=== design 1 ===
### Sizing map, design 1

Bar = 20 um.
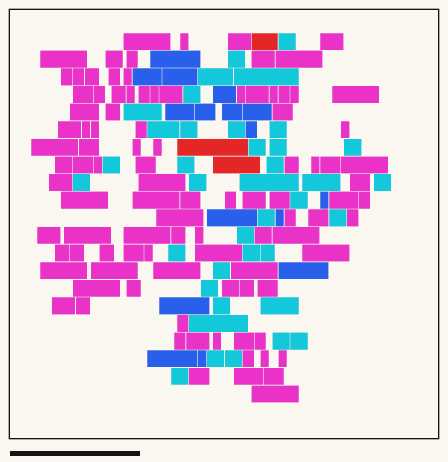

File: config.mk
export PLATFORM = sky130hd
export DESIGN_NAME = clock_switch_ctrl
export DESIGN_NICKNAME = d
export VERILOG_FILES = /design/src/rtl/clk_sw_pkg.sv /design/src/rtl/clk_activity_mon.sv /design/src/rtl/clock_switch_ctrl.sv
export SDC_FILE = /design/constraint.sdc
export NUM_CORES = 1
export LEC_CHECK = 0
export ABC_AREA = 0
export CAP_MARGIN = 25
export CORE_MARGIN = 3
export CORE_UTILIZATION = 33
export DETAILED_ROUTE_END_ITERATION = 12
export PLACE_DENSITY = 0.59
export SLEW_MARGIN = 5
export SYNTH_ARGS = -nofsm -noshare
export SYNTH_HDL_FRONTEND = slang
export SYNTH_HIERARCHICAL = 1
export SYNTH_SLANG_ARGS = --single-unit
File: constraint.sdc
create_clock -name clk -period 1.6 [get_ports clk]
set_input_delay 0.32 -clock clk [delete_from_list [all_inputs] [get_ports clk]]
set_output_delay 0.32 -clock clk [all_outputs]
set_load 0.01 [all_outputs]
File: src/rtl/clk_sw_pkg.sv
// Shared types and default constants for the clock switch controller.
package clk_sw_pkg;

  localparam int unsigned SyncStagesDef    = 2;
  localparam int unsigned TimeoutCyclesDef = 16;
  localparam int unsigned HoldCyclesDef    = 8;

  typedef enum logic [1:0] {
    On1,
    Hold2,
    On2,
    Hold1
  } sw_state_e;

endpackage

File: src/rtl/clk_activity_mon.sv
// Liveness monitor for one divide-by-2 toggle: synchronizer, edge detect,
// saturating idle counter and alive flag.
module clk_activity_mon
  import clk_sw_pkg::*;
#(
  parameter int unsigned SYNC_STAGES    = SyncStagesDef,
  parameter int unsigned TIMEOUT_CYCLES = TimeoutCyclesDef
) (
  input  logic clk,
  input  logic reset,
  input  logic tog,
  output logic ok
);

  localparam int unsigned CntW = $clog2(TIMEOUT_CYCLES + 1);
  localparam logic [CntW-1:0] CntMax = CntW'(TIMEOUT_CYCLES);

  logic [SYNC_STAGES-1:0] sync_q;
  logic                   prev_q;
  logic                   edge_q;
  logic [CntW-1:0]        idle_q;

  // Idle counter starts saturated so the clock reads dead until a real edge is seen.
  always_ff @(posedge clk) begin
    if (reset) begin
      sync_q <= '0;
      prev_q <= 1'b0;
      edge_q <= 1'b0;
      idle_q <= CntMax;
    end else begin
      sync_q <= {sync_q[SYNC_STAGES-2:0], tog};
      prev_q <= sync_q[SYNC_STAGES-1];
      edge_q <= sync_q[SYNC_STAGES-1] ^ prev_q;
      if (edge_q) begin
        idle_q <= '0;
      end else if (idle_q != CntMax) begin
        idle_q <= idle_q + 1'b1;
      end
    end
  end

  assign ok = (idle_q != CntMax);

endmodule

File: src/rtl/clock_switch_ctrl.sv
// Select controller for a glitch-free two-source clock mux with a post-switch
// dwell and optional automatic failover to the surviving source.
module clock_switch_ctrl
  import clk_sw_pkg::*;
#(
  parameter int unsigned SYNC_STAGES    = SyncStagesDef,
  parameter int unsigned TIMEOUT_CYCLES = TimeoutCyclesDef,
  parameter int unsigned HOLD_CYCLES    = HoldCyclesDef
) (
  input  logic clk,
  input  logic reset,
  input  logic clk1_tog,
  input  logic clk2_tog,
  input  logic req_sel,
  input  logic auto_en,
  output logic sel,
  output logic busy,
  output logic clk1_ok,
  output logic clk2_ok,
  output logic fail_pulse
);

  localparam int unsigned HoldW = $clog2(HOLD_CYCLES + 1);
  localparam logic [HoldW-1:0] HoldLast = HoldW'(HOLD_CYCLES - 1);

  sw_state_e        state_q, state_d;
  logic [HoldW-1:0] hold_q, hold_d;
  logic             sel_q, sel_d;
  logic             busy_q, busy_d;
  logic             fail_q, fail_d;
  logic             cur_ok, other_ok, failover, target;

  clk_activity_mon #(
    .SYNC_STAGES   (SYNC_STAGES),
    .TIMEOUT_CYCLES(TIMEOUT_CYCLES)
  ) u_mon1 (
    .clk  (clk),
    .reset(reset),
    .tog  (clk1_tog),
    .ok   (clk1_ok)
  );

  clk_activity_mon #(
    .SYNC_STAGES   (SYNC_STAGES),
    .TIMEOUT_CYCLES(TIMEOUT_CYCLES)
  ) u_mon2 (
    .clk  (clk),
    .reset(reset),
    .tog  (clk2_tog),
    .ok   (clk2_ok)
  );

  always_comb begin
    state_d  = state_q;
    hold_d   = hold_q;
    fail_d   = 1'b0;
    cur_ok   = sel_q ? clk2_ok : clk1_ok;
    other_ok = sel_q ? clk1_ok : clk2_ok;
    failover = auto_en & ~cur_ok & other_ok;
    target   = failover ? ~sel_q : req_sel;

    unique case (state_q)
      On1: begin
        if (target && clk2_ok) begin
          state_d = Hold2;
          hold_d  = '0;
          fail_d  = failover && (target != req_sel);
        end
      end
      Hold2: begin
        if (hold_q == HoldLast) state_d = On2;
        else                    hold_d  = hold_q + 1'b1;
      end
      On2: begin
        if (!target && clk1_ok) begin
          state_d = Hold1;
          hold_d  = '0;
          fail_d  = failover && (target != req_sel);
        end
      end
      Hold1: begin
        if (hold_q == HoldLast) state_d = On1;
        else                    hold_d  = hold_q + 1'b1;
      end
      default: state_d = On1;
    endcase

    // Outputs are registered so the mux select never glitches on state decode.
    sel_d  = (state_d == Hold2) || (state_d == On2);
    busy_d = (state_d == Hold2) || (state_d == Hold1);
  end

  always_ff @(posedge clk) begin
    if (reset) begin
      state_q <= On1;
      hold_q  <= '0;
      sel_q   <= 1'b0;
      busy_q  <= 1'b0;
      fail_q  <= 1'b0;
    end else begin
      state_q <= state_d;
      hold_q  <= hold_d;
      sel_q   <= sel_d;
      busy_q  <= busy_d;
      fail_q  <= fail_d;
    end
  end

  assign sel        = sel_q;
  assign busy       = busy_q;
  assign fail_pulse = fail_q;

endmodule

=== design 2 ===
<file path="src/rtl/fpu_add_sched_if.sv">
// -----------------------------------------------------------------------------
// fpu_add_sched_if
// Client-side bundle of the shared fp_adder scheduler.
//   req_valid[NUM_REQ]      per-requester request valid
//   req_a/req_b[32*NUM_REQ] operands, slice i = [32*i+31:32*i]
//   req_ready[NUM_REQ]      one-hot grant/accept
//   rsp_valid/rsp_ready     common response handshake
//   rsp_id/rsp_sum/rsp_error response payload, tagged with requester index
// master: client datapaths; slave: the scheduler.
// -----------------------------------------------------------------------------
interface fpu_add_sched_if #(
   parameter int NUM_REQ = 4,
   parameter int ID_W    = 2
) ();
   logic [NUM_REQ-1:0]    req_valid;
   logic [32*NUM_REQ-1:0] req_a;
   logic [32*NUM_REQ-1:0] req_b;
   logic [NUM_REQ-1:0]    req_ready;
   logic                  rsp_valid;
   logic                  rsp_ready;
   logic [ID_W-1:0]       rsp_id;
   logic [31:0]           rsp_sum;
   logic                  rsp_error;

   modport master (
      output req_valid, req_a, req_b, rsp_ready,
      input  req_ready, rsp_valid, rsp_id, rsp_sum, rsp_error
   );

   modport slave (
      input  req_valid, req_a, req_b, rsp_ready,
      output req_ready, rsp_valid, rsp_id, rsp_sum, rsp_error
   );
endinterface

</file>
<file path="src/rtl/fpu_add_sched.sv">
// -----------------------------------------------------------------------------
// fpu_add_sched
// Round-robin scheduler sharing one single-precision fp_adder between NUM_REQ
// requesters. One operation in flight: operands are latched and held on the
// adder, a one-cycle start pulse is issued, and the result is sampled RES_LAT
// cycles later into a response register tagged with the requester index.
// Ports:
//   clk, rst_n       clock, asynchronous active-low reset
//   bus              request/response bundle (slave side)
//   fpu_rst          synchronous active-high reset to the adder
//   fpu_a, fpu_b     held adder operands
//   fpu_data_valid   adder start pulse
//   fpu_sum, fpu_error adder result inputs
//   busy             high whenever the scheduler is not idle
// -----------------------------------------------------------------------------
module fpu_add_sched #(
   parameter int NUM_REQ = 4,
   parameter int ID_W    = 2,
   parameter int RES_LAT = 5
) (
   input  logic              clk,
   input  logic              rst_n,
   fpu_add_sched_if.slave    bus,
   output logic              fpu_rst,
   output logic [31:0]       fpu_a,
   output logic [31:0]       fpu_b,
   output logic              fpu_data_valid,
   input  logic [31:0]       fpu_sum,
   input  logic              fpu_error,
   output logic              busy
);
   localparam int DATA_W = 32;

   localparam logic [1:0] IDLE  = 2'd0;
   localparam logic [1:0] ISSUE = 2'd1;
   localparam logic [1:0] WAIT  = 2'd2;
   localparam logic [1:0] RESP  = 2'd3;

   logic [1:0]        state;
   logic [ID_W-1:0]   rr_ptr;
   logic [ID_W-1:0]   id_q;
   logic [3:0]        cnt;
   logic              fpu_rst_q;
   logic [DATA_W-1:0] fpu_a_q;
   logic [DATA_W-1:0] fpu_b_q;
   logic [DATA_W-1:0] rsp_sum_q;
   logic              rsp_error_q;

   logic [NUM_REQ-1:0] rv_rot;
   logic [ID_W:0]      ofs;
   logic [ID_W:0]      gnt_sum;
   logic [ID_W-1:0]    gnt;
   logic               any_req;
   logic               accept;
   logic [NUM_REQ-1:0] ready_vec;
   logic [DATA_W-1:0]  sel_a;
   logic [DATA_W-1:0]  sel_b;

   // Grant selection: rotate req_valid so that bit 0 is rr_ptr, take the
   // lowest set bit, then map the offset back to an absolute index.
   always_comb begin
      rv_rot  = NUM_REQ'({bus.req_valid, bus.req_valid} >> rr_ptr);
      any_req = |rv_rot;
      ofs     = '0;
      for (int k = NUM_REQ - 1; k >= 0; k--) begin
         if (rv_rot[k]) ofs = (ID_W+1)'(k);
      end
      gnt_sum = {1'b0, rr_ptr} + ofs;
      if (gnt_sum >= (ID_W+1)'(NUM_REQ)) gnt_sum = gnt_sum - (ID_W+1)'(NUM_REQ);
      gnt = gnt_sum[ID_W-1:0];
   end

   // No grant while the adder is still being held in reset.
   assign accept = (state == IDLE) && !fpu_rst_q && any_req;

   always_comb begin
      ready_vec = '0;
      sel_a     = '0;
      sel_b     = '0;
      for (int i = 0; i < NUM_REQ; i++) begin
         if (gnt == ID_W'(i)) begin
            ready_vec[i] = accept;
            sel_a        = bus.req_a[DATA_W*i +: DATA_W];
            sel_b        = bus.req_b[DATA_W*i +: DATA_W];
         end
      end
   end

   always_ff @(posedge clk or negedge rst_n) begin
      if (!rst_n) begin
         state       <= IDLE;
         rr_ptr      <= '0;
         id_q        <= '0;
         cnt         <= '0;
         fpu_rst_q   <= 1'b1;
         fpu_a_q     <= '0;
         fpu_b_q     <= '0;
         rsp_sum_q   <= '0;
         rsp_error_q <= 1'b0;
      end else begin
         // Adder reset is stretched over exactly one edge after release.
         fpu_rst_q <= 1'b0;
         case (state)
            // Accept stage: latch operands and requester index.
            IDLE: begin
               if (accept) begin
                  fpu_a_q <= sel_a;
                  fpu_b_q <= sel_b;
                  id_q    <= gnt;
                  state   <= ISSUE;
               end
            end
            // Issue stage: start pulse is decoded from this state.
            ISSUE: begin
               cnt   <= 4'(RES_LAT);
               state <= WAIT;
            end
            // Wait stage: result is sampled on the last count.
            WAIT: begin
               cnt <= cnt - 4'd1;
               if (cnt == 4'd1) begin
                  rsp_sum_q   <= fpu_sum;
                  rsp_error_q <= fpu_error;
                  state       <= RESP;
               end
            end
            // Response stage: pointer advances only on a completed response.
            RESP: begin
               if (bus.rsp_ready) begin
                  rr_ptr <= (id_q == ID_W'(NUM_REQ - 1)) ? '0 : id_q + ID_W'(1);
                  state  <= IDLE;
               end
            end
            default: state <= IDLE;
         endcase
      end
   end

   assign bus.req_ready   = ready_vec;
   assign bus.rsp_valid   = (state == RESP);
   assign bus.rsp_id      = id_q;
   assign bus.rsp_sum     = rsp_sum_q;
   assign bus.rsp_error   = rsp_error_q;
   assign fpu_rst         = fpu_rst_q;
   assign fpu_a           = fpu_a_q;
   assign fpu_b           = fpu_b_q;
   assign fpu_data_valid  = (state == ISSUE);
   assign busy            = (state != IDLE);
endmodule

</file>
<file path="src/flat_wrapper.sv">
// flat-port wrapper written by rule: the top's interface ports become plain ports
module fpu_add_sched_flat 
#(
   parameter int NUM_REQ = 4,
   parameter int ID_W    = 2,
   parameter int RES_LAT = 5
)
  (clk, rst_n, fpu_rst, fpu_a, fpu_b, fpu_data_valid, fpu_sum, fpu_error, busy, bus_req_valid, bus_req_a, bus_req_b, bus_rsp_ready, bus_req_ready, bus_rsp_valid, bus_rsp_id, bus_rsp_sum, bus_rsp_error);
  fpu_add_sched_if #(.NUM_REQ(NUM_REQ), .ID_W(ID_W)) bus_i ();
  input  logic clk;
  input  logic rst_n;
  output logic fpu_rst;
  output logic [31:0] fpu_a;
  output logic [31:0] fpu_b;
  output logic fpu_data_valid;
  input  logic [31:0] fpu_sum;
  input  logic fpu_error;
  output logic busy;
  input wire logic [$bits(bus_i.req_valid)-1:0] bus_req_valid;
  input wire logic [$bits(bus_i.req_a)-1:0] bus_req_a;
  input wire logic [$bits(bus_i.req_b)-1:0] bus_req_b;
  input wire logic [$bits(bus_i.rsp_ready)-1:0] bus_rsp_ready;
  output wire logic [$bits(bus_i.req_ready)-1:0] bus_req_ready;
  output wire logic [$bits(bus_i.rsp_valid)-1:0] bus_rsp_valid;
  output wire logic [$bits(bus_i.rsp_id)-1:0] bus_rsp_id;
  output wire logic [$bits(bus_i.rsp_sum)-1:0] bus_rsp_sum;
  output wire logic [$bits(bus_i.rsp_error)-1:0] bus_rsp_error;
  assign bus_i.req_valid = bus_req_valid;
  assign bus_i.req_a = bus_req_a;
  assign bus_i.req_b = bus_req_b;
  assign bus_i.rsp_ready = bus_rsp_ready;
  assign bus_req_ready = bus_i.req_ready;
  assign bus_rsp_valid = bus_i.rsp_valid;
  assign bus_rsp_id = bus_i.rsp_id;
  assign bus_rsp_sum = bus_i.rsp_sum;
  assign bus_rsp_error = bus_i.rsp_error;
  fpu_add_sched #(.NUM_REQ(NUM_REQ), .ID_W(ID_W), .RES_LAT(RES_LAT)) u_core (.clk(clk), .rst_n(rst_n), .bus(bus_i), .fpu_rst(fpu_rst), .fpu_a(fpu_a), .fpu_b(fpu_b), .fpu_data_valid(fpu_data_valid), .fpu_sum(fpu_sum), .fpu_error(fpu_error), .busy(busy));
endmodule
</file>
<file path="config.mk">
export PLATFORM = sky130hd
export DESIGN_NAME = fpu_add_sched_flat
export DESIGN_NICKNAME = d
export VERILOG_FILES = /design/src/rtl/fpu_add_sched_if.sv /design/src/rtl/fpu_add_sched.sv /design/src/flat_wrapper.sv
export SDC_FILE = /design/constraint.sdc
export NUM_CORES = 1
export LEC_CHECK = 0
export CAP_MARGIN = 25
export CORE_AREA = 2 2 157 159
export DETAILED_ROUTE_END_ITERATION = 12
export DIE_AREA = 0 0 159 161
export SETUP_SLACK_MARGIN = 0.02
export SLEW_MARGIN = 10
export SYNTH_ARGS = -nofsm -noshare
export SYNTH_HDL_FRONTEND = slang
export SYNTH_SLANG_ARGS = --single-unit
</file>
<file path="constraint.sdc">
create_clock -name clk -period 3.6 [get_ports clk]
set_input_delay 0.72 -clock clk [delete_from_list [all_inputs] [get_ports clk]]
set_output_delay 0.72 -clock clk [all_outputs]
set_load 0.05 [all_outputs]
</file>
=== design 3 ===
<file path="config.mk">
export PLATFORM = sky130hd
export DESIGN_NAME = pipe_ctrl_unit
export DESIGN_NICKNAME = d
export VERILOG_FILES = /design/src/rtl/pipe_ctrl_unit_pkg.sv /design/src/rtl/pipe_ctrl_unit_ctrl_decode.sv /design/src/rtl/pipe_ctrl_unit.sv
export SDC_FILE = /design/constraint.sdc
export NUM_CORES = 1
export LEC_CHECK = 0
export ABC_AREA = 1
export ABC_CLOCK_PERIOD_IN_PS = 3100
export CORE_ASPECT_RATIO = 0.75
export CORE_MARGIN = 5
export CORE_UTILIZATION = 38
export DETAILED_ROUTE_END_ITERATION = 12
export HOLD_SLACK_MARGIN = 0.02
export PLACE_DENSITY = 0.79
export SLEW_MARGIN = 25
export SYNTH_ARGS = -nofsm -noshare
export SYNTH_HDL_FRONTEND = slang
export SYNTH_SLANG_ARGS = --single-unit
</file>
<file path="constraint.sdc">
create_clock -name clk -period 3.1 [get_ports clk]
set_input_delay 0.62 -clock clk [delete_from_list [all_inputs] [get_ports clk]]
set_output_delay 0.62 -clock clk [all_outputs]
set_load 0.005 [all_outputs]
</file>
<file path="src/rtl/pipe_ctrl_unit_pkg.sv">
// pipe_ctrl_unit_pkg
// Shared definitions for the ID-stage control unit:
//   - instruction_def : opcode and funct encodings understood by the decoder
//   - ctrl_encode_def : ALU op, immediate-extension and instruction-class codes
//   - ctrl_bundle_t   : the control bundle registered from ID into EX
//   - helpers         : bubble constructor and R-type funct -> ALU op mapping
package pipe_ctrl_unit_pkg;

  // ---------------- instruction_def ----------------
  localparam logic [5:0] OP_RTYPE = 6'h00;
  localparam logic [5:0] OP_J     = 6'h02;
  localparam logic [5:0] OP_JAL   = 6'h03;
  localparam logic [5:0] OP_BEQ   = 6'h04;
  localparam logic [5:0] OP_BNE   = 6'h05;
  localparam logic [5:0] OP_ADDI  = 6'h08;
  localparam logic [5:0] OP_ORI   = 6'h0D;
  localparam logic [5:0] OP_LUI   = 6'h0F;
  localparam logic [5:0] OP_LW    = 6'h23;
  localparam logic [5:0] OP_SW    = 6'h2B;

  localparam logic [5:0] FN_MFHI  = 6'h10;
  localparam logic [5:0] FN_MFLO  = 6'h12;
  localparam logic [5:0] FN_MULT  = 6'h18;
  localparam logic [5:0] FN_ADD   = 6'h20;
  localparam logic [5:0] FN_SUB   = 6'h22;
  localparam logic [5:0] FN_AND   = 6'h24;
  localparam logic [5:0] FN_OR    = 6'h25;
  localparam logic [5:0] FN_NOR   = 6'h27;
  localparam logic [5:0] FN_SLT   = 6'h2A;

  // ---------------- ctrl_encode_def ----------------
  localparam logic [3:0] ALU_ADD  = 4'd0;
  localparam logic [3:0] ALU_SUB  = 4'd1;
  localparam logic [3:0] ALU_AND  = 4'd2;
  localparam logic [3:0] ALU_OR   = 4'd3;
  localparam logic [3:0] ALU_NOR  = 4'd4;
  localparam logic [3:0] ALU_SLT  = 4'd5;
  localparam logic [3:0] ALU_LUI  = 4'd6;

  localparam logic [1:0] EXT_ZERO  = 2'd0;
  localparam logic [1:0] EXT_SIGN  = 2'd1;
  localparam logic [1:0] EXT_UPPER = 2'd2;

  localparam logic [3:0] ID_RTYPE = 4'd0;
  localparam logic [3:0] ID_LW    = 4'd1;
  localparam logic [3:0] ID_SW    = 4'd2;
  localparam logic [3:0] ID_BEQ   = 4'd3;
  localparam logic [3:0] ID_BNE   = 4'd4;
  localparam logic [3:0] ID_J     = 4'd5;
  localparam logic [3:0] ID_JAL   = 4'd6;
  localparam logic [3:0] ID_IMM   = 4'd7;
  localparam logic [3:0] ID_MD    = 4'd8;

  localparam logic [4:0] REG_ZERO = 5'd0;
  localparam logic [4:0] REG_RA   = 5'd31;

  localparam int MD_CNT_W = 4;

  typedef struct packed {
    logic       mem_write;
    logic       mem_to_reg;
    logic       reg_write;
    logic       alu_src;
    logic       branch;
    logic       branch_ne;
    logic       jump;
    logic       link;
    logic [3:0] alu_op;
    logic [1:0] ext_op;
    logic [3:0] ins_id;
    logic [4:0] wr_addr;
    logic       md_start;
  } ctrl_bundle_t;

  // All controls inactive; the ALU op rests at ADD.
  function automatic ctrl_bundle_t ctrl_bubble();
    ctrl_bundle_t b;
    b        = '0;
    b.alu_op = ALU_ADD;
    return b;
  endfunction

  function automatic logic [3:0] alu_of_funct(input logic [5:0] funct);
    logic [3:0] r;
    case (funct)
      FN_ADD:  r = ALU_ADD;
      FN_SUB:  r = ALU_SUB;
      FN_AND:  r = ALU_AND;
      FN_OR:   r = ALU_OR;
      FN_NOR:  r = ALU_NOR;
      FN_SLT:  r = ALU_SLT;
      default: r = ALU_ADD;
    endcase
    return r;
  endfunction

endpackage

</file>
<file path="src/rtl/pipe_ctrl_unit_ctrl_decode.sv">
// ctrl_decode
// Purely combinational decoder: instruction word -> control bundle,
// register-source usage flags, multiply-class flag and illegal flag.
// Ports:
//   ins     in  32  instruction in ID
//   bundle  out     decoded control bundle (bubble when illegal)
//   use_rs  out  1  instruction reads rs
//   use_rt  out  1  instruction reads rt
//   is_md   out  1  MULT / MFHI / MFLO (only when ENABLE_MD)
//   illegal out  1  encoding not recognised
module ctrl_decode
  import pipe_ctrl_unit_pkg::*;
#(
  parameter bit ENABLE_MD = 1'b1
) (
  input  logic [31:0]  ins,
  output ctrl_bundle_t bundle,
  output logic         use_rs,
  output logic         use_rt,
  output logic         is_md,
  output logic         illegal
);

  logic [5:0] opcode_s;
  logic [5:0] funct_s;
  logic [4:0] rt_s;
  logic [4:0] rd_s;
  logic       unused_shamt_s;

  assign opcode_s       = ins[31:26];
  assign funct_s        = ins[5:0];
  assign rt_s           = ins[20:16];
  assign rd_s           = ins[15:11];
  assign unused_shamt_s = ^ins[10:6];

  // Instruction decode into control bundle and source-usage flags.
  always_comb begin
    bundle  = ctrl_bubble();
    use_rs  = 1'b0;
    use_rt  = 1'b0;
    is_md   = 1'b0;
    illegal = 1'b0;
    case (opcode_s)
      OP_RTYPE: begin
        case (funct_s)
          FN_ADD, FN_SUB, FN_AND, FN_OR, FN_NOR, FN_SLT: begin
            bundle.reg_write = 1'b1;
            bundle.alu_op    = alu_of_funct(funct_s);
            bundle.ins_id    = ID_RTYPE;
            bundle.wr_addr   = rd_s;
            use_rs           = 1'b1;
            use_rt           = 1'b1;
          end
          FN_MULT: begin
            if (ENABLE_MD) begin
              bundle.md_start = 1'b1;
              bundle.ins_id   = ID_MD;
              use_rs          = 1'b1;
              use_rt          = 1'b1;
              is_md           = 1'b1;
            end else begin
              illegal = 1'b1;
            end
          end
          FN_MFHI, FN_MFLO: begin
            if (ENABLE_MD) begin
              bundle.reg_write = 1'b1;
              bundle.ins_id    = ID_MD;
              bundle.wr_addr   = rd_s;
              is_md            = 1'b1;
            end else begin
              illegal = 1'b1;
            end
          end
          default: illegal = 1'b1;
        endcase
      end
      OP_LW: begin
        bundle.mem_to_reg = 1'b1;
        bundle.reg_write  = 1'b1;
        bundle.alu_src    = 1'b1;
        bundle.ext_op     = EXT_SIGN;
        bundle.ins_id     = ID_LW;
        bundle.wr_addr    = rt_s;
        use_rs            = 1'b1;
      end
      OP_SW: begin
        bundle.mem_write = 1'b1;
        bundle.alu_src   = 1'b1;
        bundle.ext_op    = EXT_SIGN;
        bundle.ins_id    = ID_SW;
        use_rs           = 1'b1;
        use_rt           = 1'b1;
      end
      OP_BEQ, OP_BNE: begin
        bundle.branch    = 1'b1;
        bundle.branch_ne = (opcode_s == OP_BNE);
        bundle.alu_op    = ALU_SUB;
        bundle.ext_op    = EXT_SIGN;
        bundle.ins_id    = (opcode_s == OP_BNE) ? ID_BNE : ID_BEQ;
        use_rs           = 1'b1;
        use_rt           = 1'b1;
      end
      OP_J: begin
        bundle.jump   = 1'b1;
        bundle.ins_id = ID_J;
      end
      OP_JAL: begin
        bundle.jump      = 1'b1;
        bundle.link      = 1'b1;
        bundle.reg_write = 1'b1;
        bundle.ins_id    = ID_JAL;
        bundle.wr_addr   = REG_RA;
      end
      OP_ADDI, OP_ORI: begin
        bundle.reg_write = 1'b1;
        bundle.alu_src   = 1'b1;
        bundle.alu_op    = (opcode_s == OP_ORI) ? ALU_OR : ALU_ADD;
        bundle.ext_op    = (opcode_s == OP_ORI) ? EXT_ZERO : EXT_SIGN;
        bundle.ins_id    = ID_IMM;
        bundle.wr_addr   = rt_s;
        use_rs           = 1'b1;
      end
      OP_LUI: begin
        bundle.reg_write = 1'b1;
        bundle.alu_src   = 1'b1;
        bundle.alu_op    = ALU_LUI;
        bundle.ext_op    = EXT_UPPER;
        bundle.ins_id    = ID_IMM;
        bundle.wr_addr   = rt_s;
      end
      default: illegal = 1'b1;
    endcase
  end

endmodule

</file>
<file path="src/rtl/pipe_ctrl_unit.sv">
// pipe_ctrl_unit
// Registered ID->EX control stage: decodes the ID instruction, detects
// load-use and multiply-busy hazards, and registers the control bundle.
// Ports:
//   clk, rst_n          clock, asynchronous active-low reset
//   ins, ins_valid      ID-stage instruction and its valid flag
//   ext_stall, flush    memory stall (hold all), taken branch (kill EX)
//   stall_if            combinational hold for PC and IF/ID
//   ex_*                registered EX control bundle
//   md_busy             multiply latency counter non-zero
//   illegal             one-cycle pulse for an issued unknown encoding
module pipe_ctrl_unit
  import pipe_ctrl_unit_pkg::*;
#(
  parameter int ALUOP_W   = 4,
  parameter int INSID_W   = 4,
  parameter bit ENABLE_MD = 1'b1,
  parameter int MD_LAT    = 4
) (
  input  logic               clk,
  input  logic               rst_n,
  input  logic [31:0]        ins,
  input  logic               ins_valid,
  input  logic               ext_stall,
  input  logic               flush,
  output logic               stall_if,
  output logic               ex_valid,
  output logic               ex_mem_write,
  output logic               ex_mem_to_reg,
  output logic               ex_reg_write,
  output logic               ex_alu_src,
  output logic               ex_branch,
  output logic               ex_branch_ne,
  output logic               ex_jump,
  output logic               ex_link,
  output logic [ALUOP_W-1:0] ex_alu_op,
  output logic [1:0]         ex_ext_op,
  output logic [INSID_W-1:0] ex_ins_id,
  output logic [4:0]         ex_wr_addr,
  output logic               ex_md_start,
  output logic               md_busy,
  output logic               illegal
);

  localparam logic [MD_CNT_W-1:0] MD_LOAD = MD_CNT_W'(MD_LAT);

  ctrl_bundle_t          dec_s;
  logic                  use_rs_s;
  logic                  use_rt_s;
  logic                  is_md_s;
  logic                  dec_illegal_s;
  logic [4:0]            rs_s;
  logic [4:0]            rt_s;
  logic                  load_use_s;
  logic                  md_haz_s;

  ctrl_bundle_t          ex_r;
  ctrl_bundle_t          ex_nxt_s;
  logic                  ex_valid_r;
  logic                  ex_valid_nxt_s;
  logic                  illegal_r;
  logic                  illegal_nxt_s;
  logic                  mult_issue_s;
  logic [MD_CNT_W-1:0]   md_cnt_r;
  logic [MD_CNT_W-1:0]   md_cnt_nxt_s;
  logic                  md_busy_r;

  assign rs_s = ins[25:21];
  assign rt_s = ins[20:16];

  ctrl_decode #(
    .ENABLE_MD (ENABLE_MD)
  ) u_decode (
    .ins     (ins),
    .bundle  (dec_s),
    .use_rs  (use_rs_s),
    .use_rt  (use_rt_s),
    .is_md   (is_md_s),
    .illegal (dec_illegal_s)
  );

  // Hazard detection against the load currently in EX and the MULT unit.
  always_comb begin
    if (ins_valid && ex_valid_r && ex_r.mem_to_reg && (ex_r.wr_addr != REG_ZERO)) begin
      load_use_s = (use_rs_s && (rs_s == ex_r.wr_addr)) ||
                   (use_rt_s && (rt_s == ex_r.wr_addr));
    end else begin
      load_use_s = 1'b0;
    end
    md_haz_s = ins_valid && md_busy_r && is_md_s;
  end

  assign stall_if = ext_stall | load_use_s | md_haz_s;

  // Next EX entry: flush beats stall-hold beats hazard bubble beats issue.
  always_comb begin
    ex_nxt_s       = ctrl_bubble();
    ex_valid_nxt_s = 1'b0;
    illegal_nxt_s  = 1'b0;
    mult_issue_s   = 1'b0;
    if (flush) begin
      ex_nxt_s = ctrl_bubble();
    end else if (ext_stall) begin
      // Held entry must not restart the multiplier a second time.
      ex_nxt_s          = ex_r;
      ex_nxt_s.md_start = 1'b0;
      ex_valid_nxt_s    = ex_valid_r;
    end else if (load_use_s || md_haz_s) begin
      ex_nxt_s = ctrl_bubble();
    end else if (ins_valid && !dec_illegal_s) begin
      ex_nxt_s       = dec_s;
      ex_valid_nxt_s = 1'b1;
      mult_issue_s   = dec_s.md_start;
    end else if (ins_valid) begin
      illegal_nxt_s = 1'b1;
    end else begin
      ex_nxt_s = ctrl_bubble();
    end
  end

  // Multiply latency counter: reload on issue, otherwise drain to zero.
  always_comb begin
    if (mult_issue_s) begin
      md_cnt_nxt_s = MD_LOAD;
    end else if (md_cnt_r != {MD_CNT_W{1'b0}}) begin
      md_cnt_nxt_s = md_cnt_r - {{(MD_CNT_W-1){1'b0}}, 1'b1};
    end else begin
      md_cnt_nxt_s = md_cnt_r;
    end
  end

  // EX register, illegal pulse and multiply counter state.
  always_ff @(posedge clk or negedge rst_n) begin
    if (!rst_n) begin
      ex_r       <= ctrl_bubble();
      ex_valid_r <= 1'b0;
      illegal_r  <= 1'b0;
      md_cnt_r   <= {MD_CNT_W{1'b0}};
      md_busy_r  <= 1'b0;
    end else begin
      ex_r       <= ex_nxt_s;
      ex_valid_r <= ex_valid_nxt_s;
      illegal_r  <= illegal_nxt_s;
      md_cnt_r   <= md_cnt_nxt_s;
      md_busy_r  <= (md_cnt_nxt_s != {MD_CNT_W{1'b0}});
    end
  end

  assign ex_valid      = ex_valid_r;
  assign ex_mem_write  = ex_r.mem_write;
  assign ex_mem_to_reg = ex_r.mem_to_reg;
  assign ex_reg_write  = ex_r.reg_write;
  assign ex_alu_src    = ex_r.alu_src;
  assign ex_branch     = ex_r.branch;
  assign ex_branch_ne  = ex_r.branch_ne;
  assign ex_jump       = ex_r.jump;
  assign ex_link       = ex_r.link;
  assign ex_alu_op     = ALUOP_W'(ex_r.alu_op);
  assign ex_ext_op     = ex_r.ext_op;
  assign ex_ins_id     = INSID_W'(ex_r.ins_id);
  assign ex_wr_addr    = ex_r.wr_addr;
  assign ex_md_start   = ex_r.md_start;
  assign md_busy       = md_busy_r;
  assign illegal       = illegal_r;

endmodule

</file>
### Logic cells by family, design 3

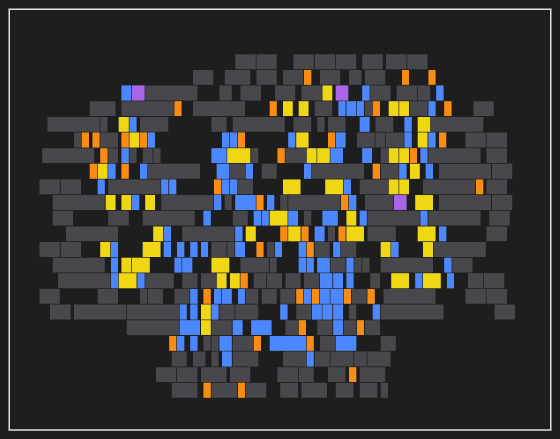
- yellow: inverting AOI/OAI gates (cells 46; most used o21ai_0)
- blue: NAND gates (cells 102; most used nand2_1)
- orange: inverters (cells 43; most used inv_1)
- purple: AND and OR gates (cells 3)

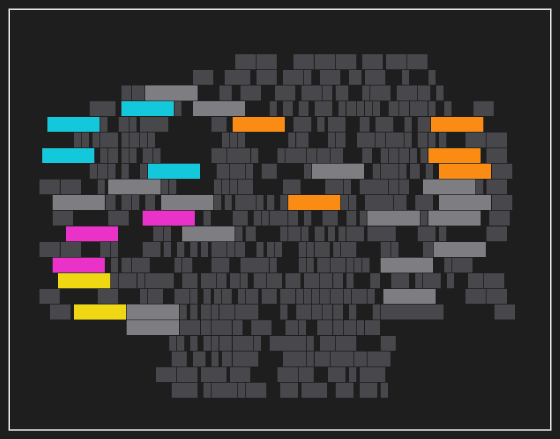
*Sequential cells coloured by netlist name, design 3*
Other sequential cells in the stronger grey, the rest of the logic in the fainter grey.
- cyan: md_cnt_r (placed flops 4)
- yellow: ex_ext_op (placed flops 2)
- magenta: ex_alu_op (placed flops 3)
- orange: ex_wr_addr (placed flops 5)

==> results.json, design 3 <==
{
  "dpl_worst_slack_ps": -103,
  "enable_flop_cells": 0,
  "avgViaCountPerCell": 4.82,
  "status": "complete, no violations",
  "tightest_slew_ps": 521,
  "whs_endpoint": "ex_alu_src$_DFFE_PN0P_",
  "final.signal_inverter_count": 43,
  "grt_remaining_overflow": 0,
  "fp.coreArea_sq_mm": 0.00501,
  "count_of_yosys_warnings_during_synthesis": 0,
  "slew-limit-headroom_pct": 65.3,
  "p_leak_nw": 1.50,
  "power.total_mw": 1.14,
  "muxShareOfSynthArea_pct": 0,
  "synth_seq_share_pct": 37.4,
  "timing.critical_path.slowest_cell_delay_ps": 420,
  "highest-signal-layer": "met4",
  "final-instance-count-excl-fill": 442,
  "area_share_clock_buf_inv_pct": 3.73,
  "clk_transition_reported_paths_ps": 60,
  "fa_ha_area_share_pct": 0.624,
  "synthToLayoutAreaGrowth_pct": 50.4
}
## design 3: per-stage QoR
stage	instance area (sq um)	util [%]
final	3020	60.2
after global routing	3020	60.2
after CTS	2980	59.5
after detailed placement	2840	56.7
after global placement	2840	56.7
after floorplan	2010	-
## design 3: power by group
part	internal (mW)	switching [mW]	total, mW	leakage, nW
logic	0.131	0.168	0.300	1.03
registers	0.423	0.0148	0.438	0.408
clock network	0.257	0.143	0.400	0.0573
total	0.811	0.326	1.14	1.50
## design 3: timing repair
item | in CTS | in global routing
pin swaps | 1 | 2
resized | 13 | 13
setup buffers | 0 | 1
setup endpoints to repair | 1 | 1
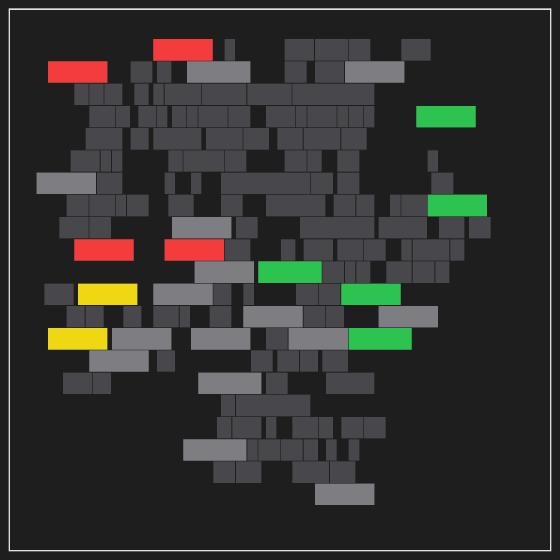
*Sequential cells coloured by netlist name, design 1*
Other sequential cells in the stronger grey, the rest of the logic in the fainter grey.
- red: hold_q (placed flops 4)
- green: u_mon1/idle_q (placed flops 5)
- yellow: u_mon2/sync_q (placed flops 2)
final core utilization: 48.3%
flip-flop and latch area: 527 sq um
sequential cell area share: 31.9%

About 'Sizing map' of design 1:
- cyan: drive 3 to 4 (cells 38; share 24%; most used buf_4)
- magenta: drive 1 or less (cells 100; share 64%; most used dfxtp_1)
- blue: drive 2 (cells 16; share 10%; most used dfxtp_2)
- red: drive 6 and up (cells 3; share 1.9%)
final worst slack: -95.6 ps
Final Instance Area: 0.00165 sq mm
Non-clock buffers: 36
synthesis-to-finish area growth: 38.6%

==> results.json, design 1 <==
{
  "finClkSkew_ps": 8.11,
  "type_of_the_worst_min_delay_path": "flop to flop",
  "num-clock-buffers": 3,
  "setup.worst_path.end_class": "flop",
  "detail_route.first_pass.iterations": 4,
  "worst_setup_path_endpoint": "hold_q[0]$_SDFFE_PP0P_",
  "status": "complete, but fails checks",
  "synthSimpleGateAreaFrac_pct": 22.1,
  "timing.final.ws_setup_ps": -95.6,
  "cap_viol_max_count": 0,
  "die_w_um": 66.1,
  "final.signal_inverter_count": 10,
  "grt_remaining_overflow": 0,
  "timing.critical_path.slowest_cell_delay_ps": 360,
  "area_share_clock_buf_inv_pct": 3.18,
  "drive_above_1_share_pct": 36.3,
  "grt_pass1_wl_mm": 4.09,
  "die-area_sq_mm": 0.00437,
  "post_drt_wl_per_cell_um": 11.2,
  "timing.critical_path.from_type": "flop",
  "placementRows": 21,
  "synth_seq_share_pct": 43.7,
  "final_hold_violations": 0,
  "warning_count": 31,
  "synth.top_cells.by_count": "sky130_fd_sc_hd__dfxtp_1, sky130_fd_sc_hd__nor2_1, sky130_fd_sc_hd__inv_1",
  "place_area_sq_mm": 0.00151,
  "ys_seq_elements": 26,
  "critical_path_class": "flop to flop",
  "clk_transition_reported_paths_ps": 150,
  "final-instance-count-excl-fill": 203,
  "violations_in_the_final_reports": "setup timing",
  "tightest_slew_ps": 261,
  "cts_root_buffer": "sky130_fd_sc_hd__clkbuf_4",
  "number_of_primary_i_o_pins": 11,
  "final_net_count": 169,
  "cp_max_fo": 4,
  "detailedRoute.firstIterationViolations": 20,
  "finalMaxSlewViolations": 0,
  "post_synthesis_cell_area_sq_mm": 0.00119,
  "final-setup-viol-count": 8,
  "fin_tns_setup_ps": -525,
  "whs_endpoint": "u_mon2/sync_q[1]$_SDFF_PP0_",
  "timing.critical_path.max_delay_family": "AND-OR/OR-AND gates",
  "count_of_yosys_warnings_during_synthesis": 6,
  "largest_area_cell": "sky130_fd_sc_hd__dfxtp_1"
}
[design 1: kinds of logic after synthesis]
kind of cell,count (synthesis)
flip-flops,26
XOR/XNOR,12
multiplexers,3
AND-OR/OR-AND,18
adder cells (fa/ha/maj),5
buffers and inverters,11
AND/OR/NAND/NOR,43
[design 1: where the power goes]
part           switching, mW  internal [mW]
Combinational          0.429          0.554
Sequential            0.0527          0.724
Clock                  0.198          0.253
Total                  0.679           1.53
[design 1: timing repair]
item / 4_1_cts / 5_1_grt
gates resized: 12 / 3
setup buffers: 4 / 2
setup endpoints to repair: 9 / 10
pin swaps: 3 / 3
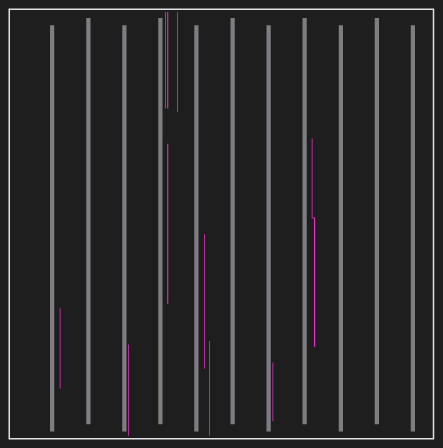
*The metal 4 layer, design 2*
Supply wires on this layer in grey.
- main direction: vertical
- wire length on this layer: 420 um
- share of all routed wire: 1.8%
- longest straight run: 59.8 um

==> results.json, design 2 <==
{
  "status": "complete, no violations",
  "power.total_mw": 11.1,
  "fraction_of_synthesized_cell_area_taken_by_the_top_area_cell_type_pct": 40.3,
  "final_util_pct": 48.4,
  "cp_data_arrival_time_ps": 2630,
  "regToRegSetupSlack_ps": 570,
  "post_cts_buffers": 1,
  "setup.worst_path.end_class": "output pin",
  "detail_route.first_pass.iterations": 4,
  "power.density_mw_per_mm2": 961,
  "combinational_share_of_power_pct": 71.5,
  "synth.area.top_cells": "sky130_fd_sc_hd__dfrtp_1, sky130_fd_sc_hd__mux2_4, sky130_fd_sc_hd__mux2i_1",
  "detailed_route_wirelength_on_metal3_mm": 1.63,
  "seq_cell_power_mw": 2.12,
  "routedLengthMet1_mm": 9.74,
  "p_leak_nw": 4.98,
  "cts_made_buffers": 9,
  "power_frac_clock_pct": 9.4,
  "type_of_the_worst_min_delay_path": "input pin to asynchronous set/reset pin",
  "port_buffers": 402,
  "via_count": 6077
}
[design 2: final cells by class]
class / count / area share, %
sequential: 108 / 23.3
multi-input combinational: 422 / 31.8
clock buffer: 9 / 1.94
clock inverter: 7 / 0.744
timing repair buffer: 437 / 38.4
tap: 324 / 3.50
inverter: 10 / 0.324
[design 2: logic make-up after synthesis]
kind of cell               Yosys count  synth area share, %
buffers and inverters               61                 5.13
AOI/OAI and AO/OA                   86                 12.0
DFF                                108                 40.7
adders and majority gates            9                 1.70
xor gates and xnor gates             2                0.547
muxes                              163                 30.0
and+or+nand+nor                    161                 9.80
other                                1               0.0565

==> gallery <==
Clock network drawn from the DEF.
Plate I
Bar = 20 um.
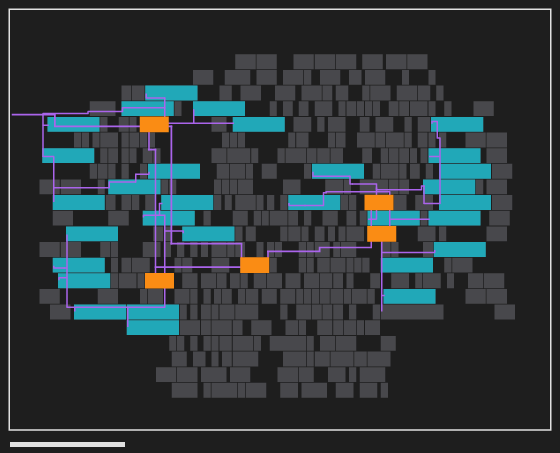
Plate II
Bar = 50 um.
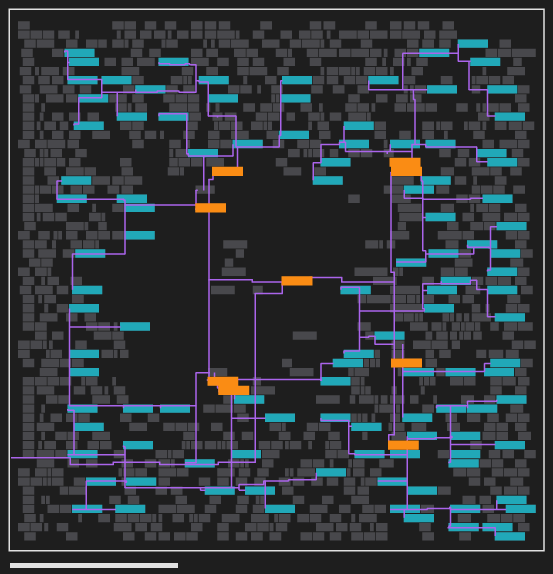
Plate III
Bar = 20 um.
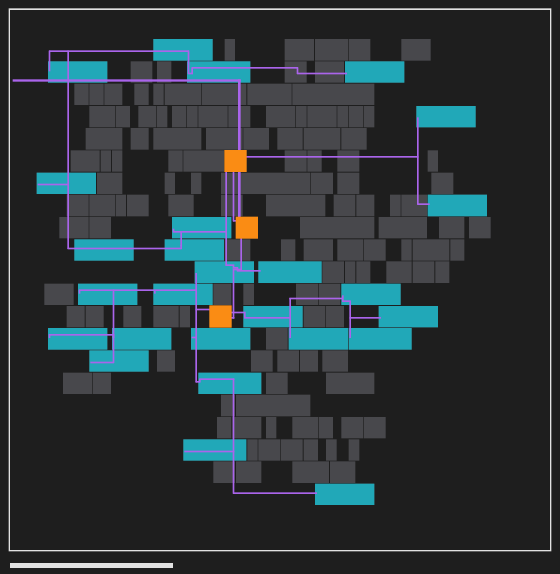
Plate III: design 1
Plate II: design 2
Plate I: design 3
- largest die: Plate II
- smallest die: Plate III

Key to Plate III:
- purple: clock wires (length 333 um)
- orange: cells driving clock nets (count 3)
- cyan: flip-flops (count 26)
- routed clock nets: 4


=== design 4 ===
### Logic cells by family, design 4

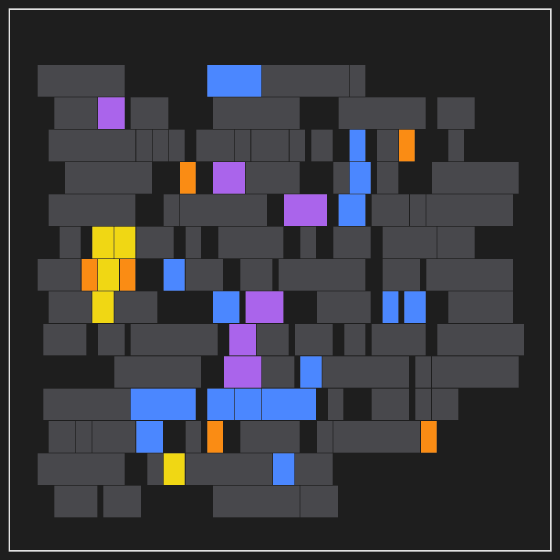
### Sizing map, design 4

Bar = 10 um.
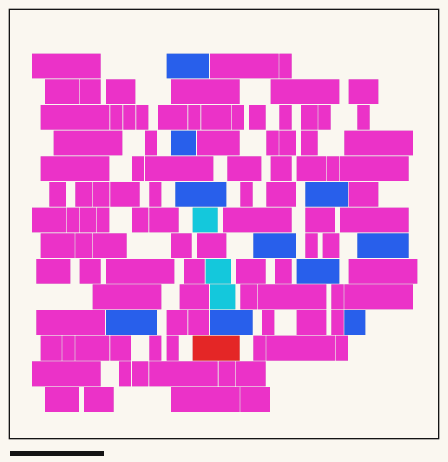
### config.mk
export PLATFORM = sky130hd
export DESIGN_NAME = switch_debounce_toggle_flat
export DESIGN_NICKNAME = d
export VERILOG_FILES = /design/src/rtl/switch_debounce_toggle_if.sv /design/src/rtl/switch_debounce_toggle.sv /design/src/flat_wrapper.sv
export SDC_FILE = /design/constraint.sdc
export NUM_CORES = 1
export LEC_CHECK = 0
export CAP_MARGIN = 20
export CORE_MARGIN = 2
export CORE_UTILIZATION = 58
export DETAILED_ROUTE_END_ITERATION = 12
export PLACE_DENSITY = 0.79
export SYNTH_ARGS = -nofsm -noshare
export SYNTH_HDL_FRONTEND = slang
export SYNTH_SLANG_ARGS = --single-unit
### constraint.sdc
create_clock -name clk -period 3.4 [get_ports clk]
set_input_delay 0.34 -clock clk [delete_from_list [all_inputs] [get_ports clk]]
set_output_delay 0.34 -clock clk [all_outputs]
set_load 0.01 [all_outputs]
### src/rtl/switch_debounce_toggle_if.sv
// Button-conditioning bus: raw button inputs in; debounced level, press strobe
// and press-toggled bit out. The conditioner uses the slave modport and the
// button source uses the master modport.
interface switch_debounce_toggle_if #(
  parameter int N = 1
);
  logic [N-1:0] btn_raw;
  logic [N-1:0] btn_level;
  logic [N-1:0] press_pulse;
  logic [N-1:0] toggle_q;

  modport master (output btn_raw, input btn_level, press_pulse, toggle_q);
  modport slave  (input btn_raw, output btn_level, press_pulse, toggle_q);
endinterface

### src/rtl/switch_debounce_toggle.sv
// switch_debounce_toggle: N-channel pushbutton synchroniser and debouncer.
// Each channel produces a clean level, a one-cycle press strobe and a bit
// that toggles on every accepted press.
// Build option: define INPUT_SYNC_EN to use a 2-flop synchroniser on btn_raw.
// Without it, the input passes through a single input register.
// The debounce FSM is the same in both builds. Only the latency moves by one cycle.

// One debounce channel: a 4-state FSM and a qualification counter.
module sdt_channel #(
  parameter int DEBOUNCE_CYCLES = 50000,
  parameter int CNT_W           = 16
) (
  input  logic clk,
  input  logic reset,
  input  logic s_i,
  output logic level_o,
  output logic pulse_o,
  output logic toggle_o
);
  typedef enum logic [1:0] {STABLE_LO, RISE_CHK, STABLE_HI, FALL_CHK} state_e;

  localparam logic [CNT_W-1:0] LAST = CNT_W'(DEBOUNCE_CYCLES - 1);
  localparam logic [CNT_W-1:0] ONE  = CNT_W'(1);

  state_e           state_q, state_d;
  logic [CNT_W-1:0] cnt_q, cnt_d;
  logic             level_q, level_d;
  logic             pulse_q, pulse_d;
  logic             tog_q, tog_d;

  // State, counter and registered outputs. Reset discards any partial window.
  always_ff @(posedge clk) begin
    if (reset) begin
      state_q <= STABLE_LO;
      cnt_q   <= '0;
      level_q <= 1'b0;
      pulse_q <= 1'b0;
      tog_q   <= 1'b0;
    end else begin
      state_q <= state_d;
      cnt_q   <= cnt_d;
      level_q <= level_d;
      pulse_q <= pulse_d;
      tog_q   <= tog_d;
    end
  end

  // Next state. Any bounce during a check window returns to the stable state
  // with the counter at zero, so qualification always restarts from scratch.
  always_comb begin
    state_d = state_q;
    cnt_d   = cnt_q;
    level_d = level_q;
    pulse_d = 1'b0;
    tog_d   = tog_q;
    case (state_q)
      STABLE_LO: begin
        if (s_i) begin
          state_d = RISE_CHK;
          cnt_d   = ONE;
        end else begin
          cnt_d   = '0;
        end
      end
      RISE_CHK: begin
        if (!s_i) begin
          state_d = STABLE_LO;
          cnt_d   = '0;
        end else if (cnt_q == LAST) begin
          state_d = STABLE_HI;
          cnt_d   = '0;
          level_d = 1'b1;
          pulse_d = 1'b1;
          tog_d   = ~tog_q;
        end else begin
          cnt_d   = cnt_q + ONE;
        end
      end
      STABLE_HI: begin
        if (!s_i) begin
          state_d = FALL_CHK;
          cnt_d   = ONE;
        end else begin
          cnt_d   = '0;
        end
      end
      FALL_CHK: begin
        if (s_i) begin
          state_d = STABLE_HI;
          cnt_d   = '0;
        end else if (cnt_q == LAST) begin
          state_d = STABLE_LO;
          cnt_d   = '0;
          level_d = 1'b0;
        end else begin
          cnt_d   = cnt_q + ONE;
        end
      end
      default: begin
        state_d = STABLE_LO;
        cnt_d   = '0;
      end
    endcase
  end

  assign level_o  = level_q;
  assign pulse_o  = pulse_q;
  assign toggle_o = tog_q;
endmodule

module switch_debounce_toggle #(
  parameter int N               = 1,
  parameter int DEBOUNCE_CYCLES = 50000,
  parameter int CNT_W           = 16
) (
  input  logic                     clk,
  input  logic                     reset,
  switch_debounce_toggle_if.slave  btn_if
);
  logic [N-1:0] sync_q;
  logic [N-1:0] level_w, pulse_w, tog_w;

`ifdef INPUT_SYNC_EN
  logic [N-1:0] meta_q;

  // Two-flop synchroniser for truly asynchronous buttons.
  always_ff @(posedge clk) begin
    if (reset) begin
      meta_q <= '0;
      sync_q <= '0;
    end else begin
      meta_q <= btn_if.btn_raw;
      sync_q <= meta_q;
    end
  end
`else
  // Single input register for sources that are already synchronous.
  always_ff @(posedge clk) begin
    if (reset) sync_q <= '0;
    else       sync_q <= btn_if.btn_raw;
  end
`endif

  for (genvar g = 0; g < N; g++) begin : g_ch
    sdt_channel #(
      .DEBOUNCE_CYCLES (DEBOUNCE_CYCLES),
      .CNT_W           (CNT_W)
    ) u_ch (
      .clk      (clk),
      .reset    (reset),
      .s_i      (sync_q[g]),
      .level_o  (level_w[g]),
      .pulse_o  (pulse_w[g]),
      .toggle_o (tog_w[g])
    );
  end

  assign btn_if.btn_level   = level_w;
  assign btn_if.press_pulse = pulse_w;
  assign btn_if.toggle_q    = tog_w;
endmodule

### src/flat_wrapper.sv
// flat-port wrapper written by rule: the top's interface ports become plain ports
module switch_debounce_toggle_flat 
#(
  parameter int N               = 1,
  parameter int DEBOUNCE_CYCLES = 50000,
  parameter int CNT_W           = 16
)
  (clk, reset, btn_if_btn_raw, btn_if_btn_level, btn_if_press_pulse, btn_if_toggle_q);
  switch_debounce_toggle_if #(.N(N)) btn_if_i ();
  input  logic clk;
  input  logic reset;
  input wire logic [$bits(btn_if_i.btn_raw)-1:0] btn_if_btn_raw;
  output wire logic [$bits(btn_if_i.btn_level)-1:0] btn_if_btn_level;
  output wire logic [$bits(btn_if_i.press_pulse)-1:0] btn_if_press_pulse;
  output wire logic [$bits(btn_if_i.toggle_q)-1:0] btn_if_toggle_q;
  assign btn_if_i.btn_raw = btn_if_btn_raw;
  assign btn_if_btn_level = btn_if_i.btn_level;
  assign btn_if_press_pulse = btn_if_i.press_pulse;
  assign btn_if_toggle_q = btn_if_i.toggle_q;
  switch_debounce_toggle #(.N(N), .DEBOUNCE_CYCLES(DEBOUNCE_CYCLES), .CNT_W(CNT_W)) u_core (.clk(clk), .reset(reset), .btn_if(btn_if_i));
endmodule
==> results.json <==
{
  "layout.nonclk_buf_share_pct": 4.58,
  "critical_path.reg2reg.endpoint": "u_core.g_ch[0].u_ch.cnt_q[5]$_SDFF_PP0_",
  "die_w_um": 45.4,
  "internal_power_mw": 0.333,
  "finalMaxSlewViolations": 0,
  "regToRegSetupSlack_ps": 1720,
  "fin_tns_setup_ps": 0,
  "timing.fmax_mhz": 595,
  "sequential_cell_area_share_pct": 40.3,
  "timing.rr.start": "u_core.g_ch[0].u_ch.cnt_q[0]$_SDFF_PP0_",
  "status": "complete, no violations",
  "port_buffers": 5,
  "power_frac_clock_pct": 33.5,
  "num-clock-buffers": 4,
  "antenna_fix_cells": 0,
  "final_period_minus_worst_setup_slack_ps": 1680,
  "net-switching-power_mw": 0.0813,
  "dominant-cell-class": "multi-input combinational cells",
  "grt_start_max_net_pins": 16,
  "non_clock_buffers": 5,
  "dominantRegCellSynth": "sky130_fd_sc_hd__dfxtp_1",
  "synth-compound-area-share_pct": 2.52,
  "chipHeight_um": 45.4,
  "detailed_route_wirelength_on_metal3_um": 73,
  "syn_area_per_cell_sq_um": 9.46,
  "irDropWorstVdd_mv": 0.383,
  "post_synthesis_cell_area_sq_um": 993,
  "die-area_sq_mm": 0.00206,
  "cts-hold-fix-buffers": 0,
  "synthToLayoutAreaGrowth_pct": 9.95,
  "final-instance-count-excl-fill": 129,
  "final_cell_mix": "sky130_fd_sc_hd__dfxtp_1, sky130_fd_sc_hd__nor2_1, sky130_fd_sc_hd__xnor2_1",
  "synth_seq_share_pct": 44.3,
  "power_frac_seq_pct": 63.5,
  "final.signal_inverter_count": 6,
  "tap_cells": 16,
  "largest_register_ff_count": 16,
  "whs_endpoint": "u_core.g_ch[0].u_ch.cnt_q[0]$_SDFF_PP0_",
  "number_of_primary_i_o_pins": 6,
  "seq_cell_power_mw": 0.263
}
Notes on 'Logic cells by family' of design 4 above:
- yellow: inverting AOI/OAI gates (cells 5; most used a21oi_1; where middle left)
- blue: NAND gates (cells 15; most used nand3_1)
- orange: inverters (cells 6; most used inv_1)
- purple: AND and OR gates (cells 6; most used and4_1; where centre)

Notes on 'Sizing map' of design 4 above:
- red: drive 6 and up (cells 1; share 0.88%; most used clkbuf_8)
- blue: drive 2 (cells 10; share 8.8%; most used nor4_2)
- magenta: drive 1 or less (cells 99; share 88%; most used dfxtp_1)
- cyan: drive 3 to 4 (cells 3; share 2.7%; most used clkbuf_4)

==> logic make-up after synthesis <==
logic type                 after synthesis
buffers and inverters                    7
adders and majority gates                1
xor gates and xnor gates                15
muxes                                    2
and+or+nand+nor                         53
AOI/OAI and AO/OA                        5
DFF                                     22
==> critical path, stage by stage (launching register included) <==
cell and delay [ps]:
sky130_fd_sc_hd__dfxtp_1 370, sky130_fd_sc_hd__ha_1 270, sky130_fd_sc_hd__and3_1 240, sky130_fd_sc_hd__nand4_1 140
sky130_fd_sc_hd__nand4b_2 370, sky130_fd_sc_hd__nor2_1 230


==> notes/layouts.md <==
Pictures saved along the way, in no particular order.

The clock network.
(a)
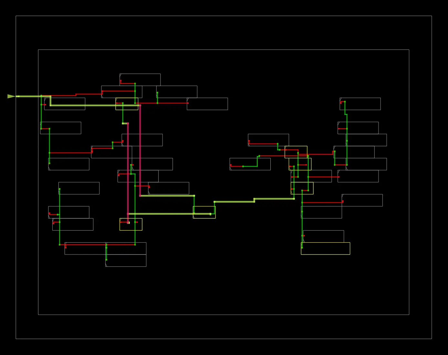
(b)
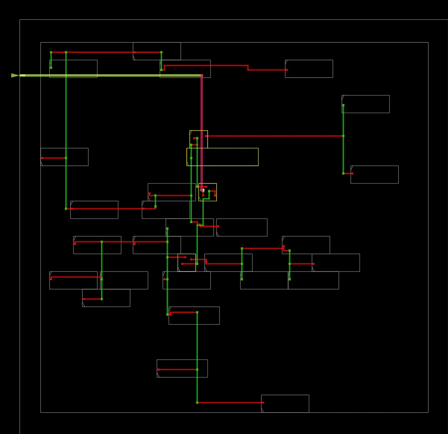
(c)
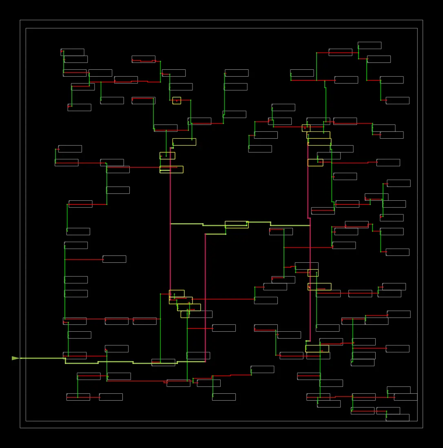
design 1: (b)
design 3: (a)
design 2: (c)
The one with the most clock buffers is (c).
The one with the most sequential cells is (c).

Power and IR drop assume default switching activity.
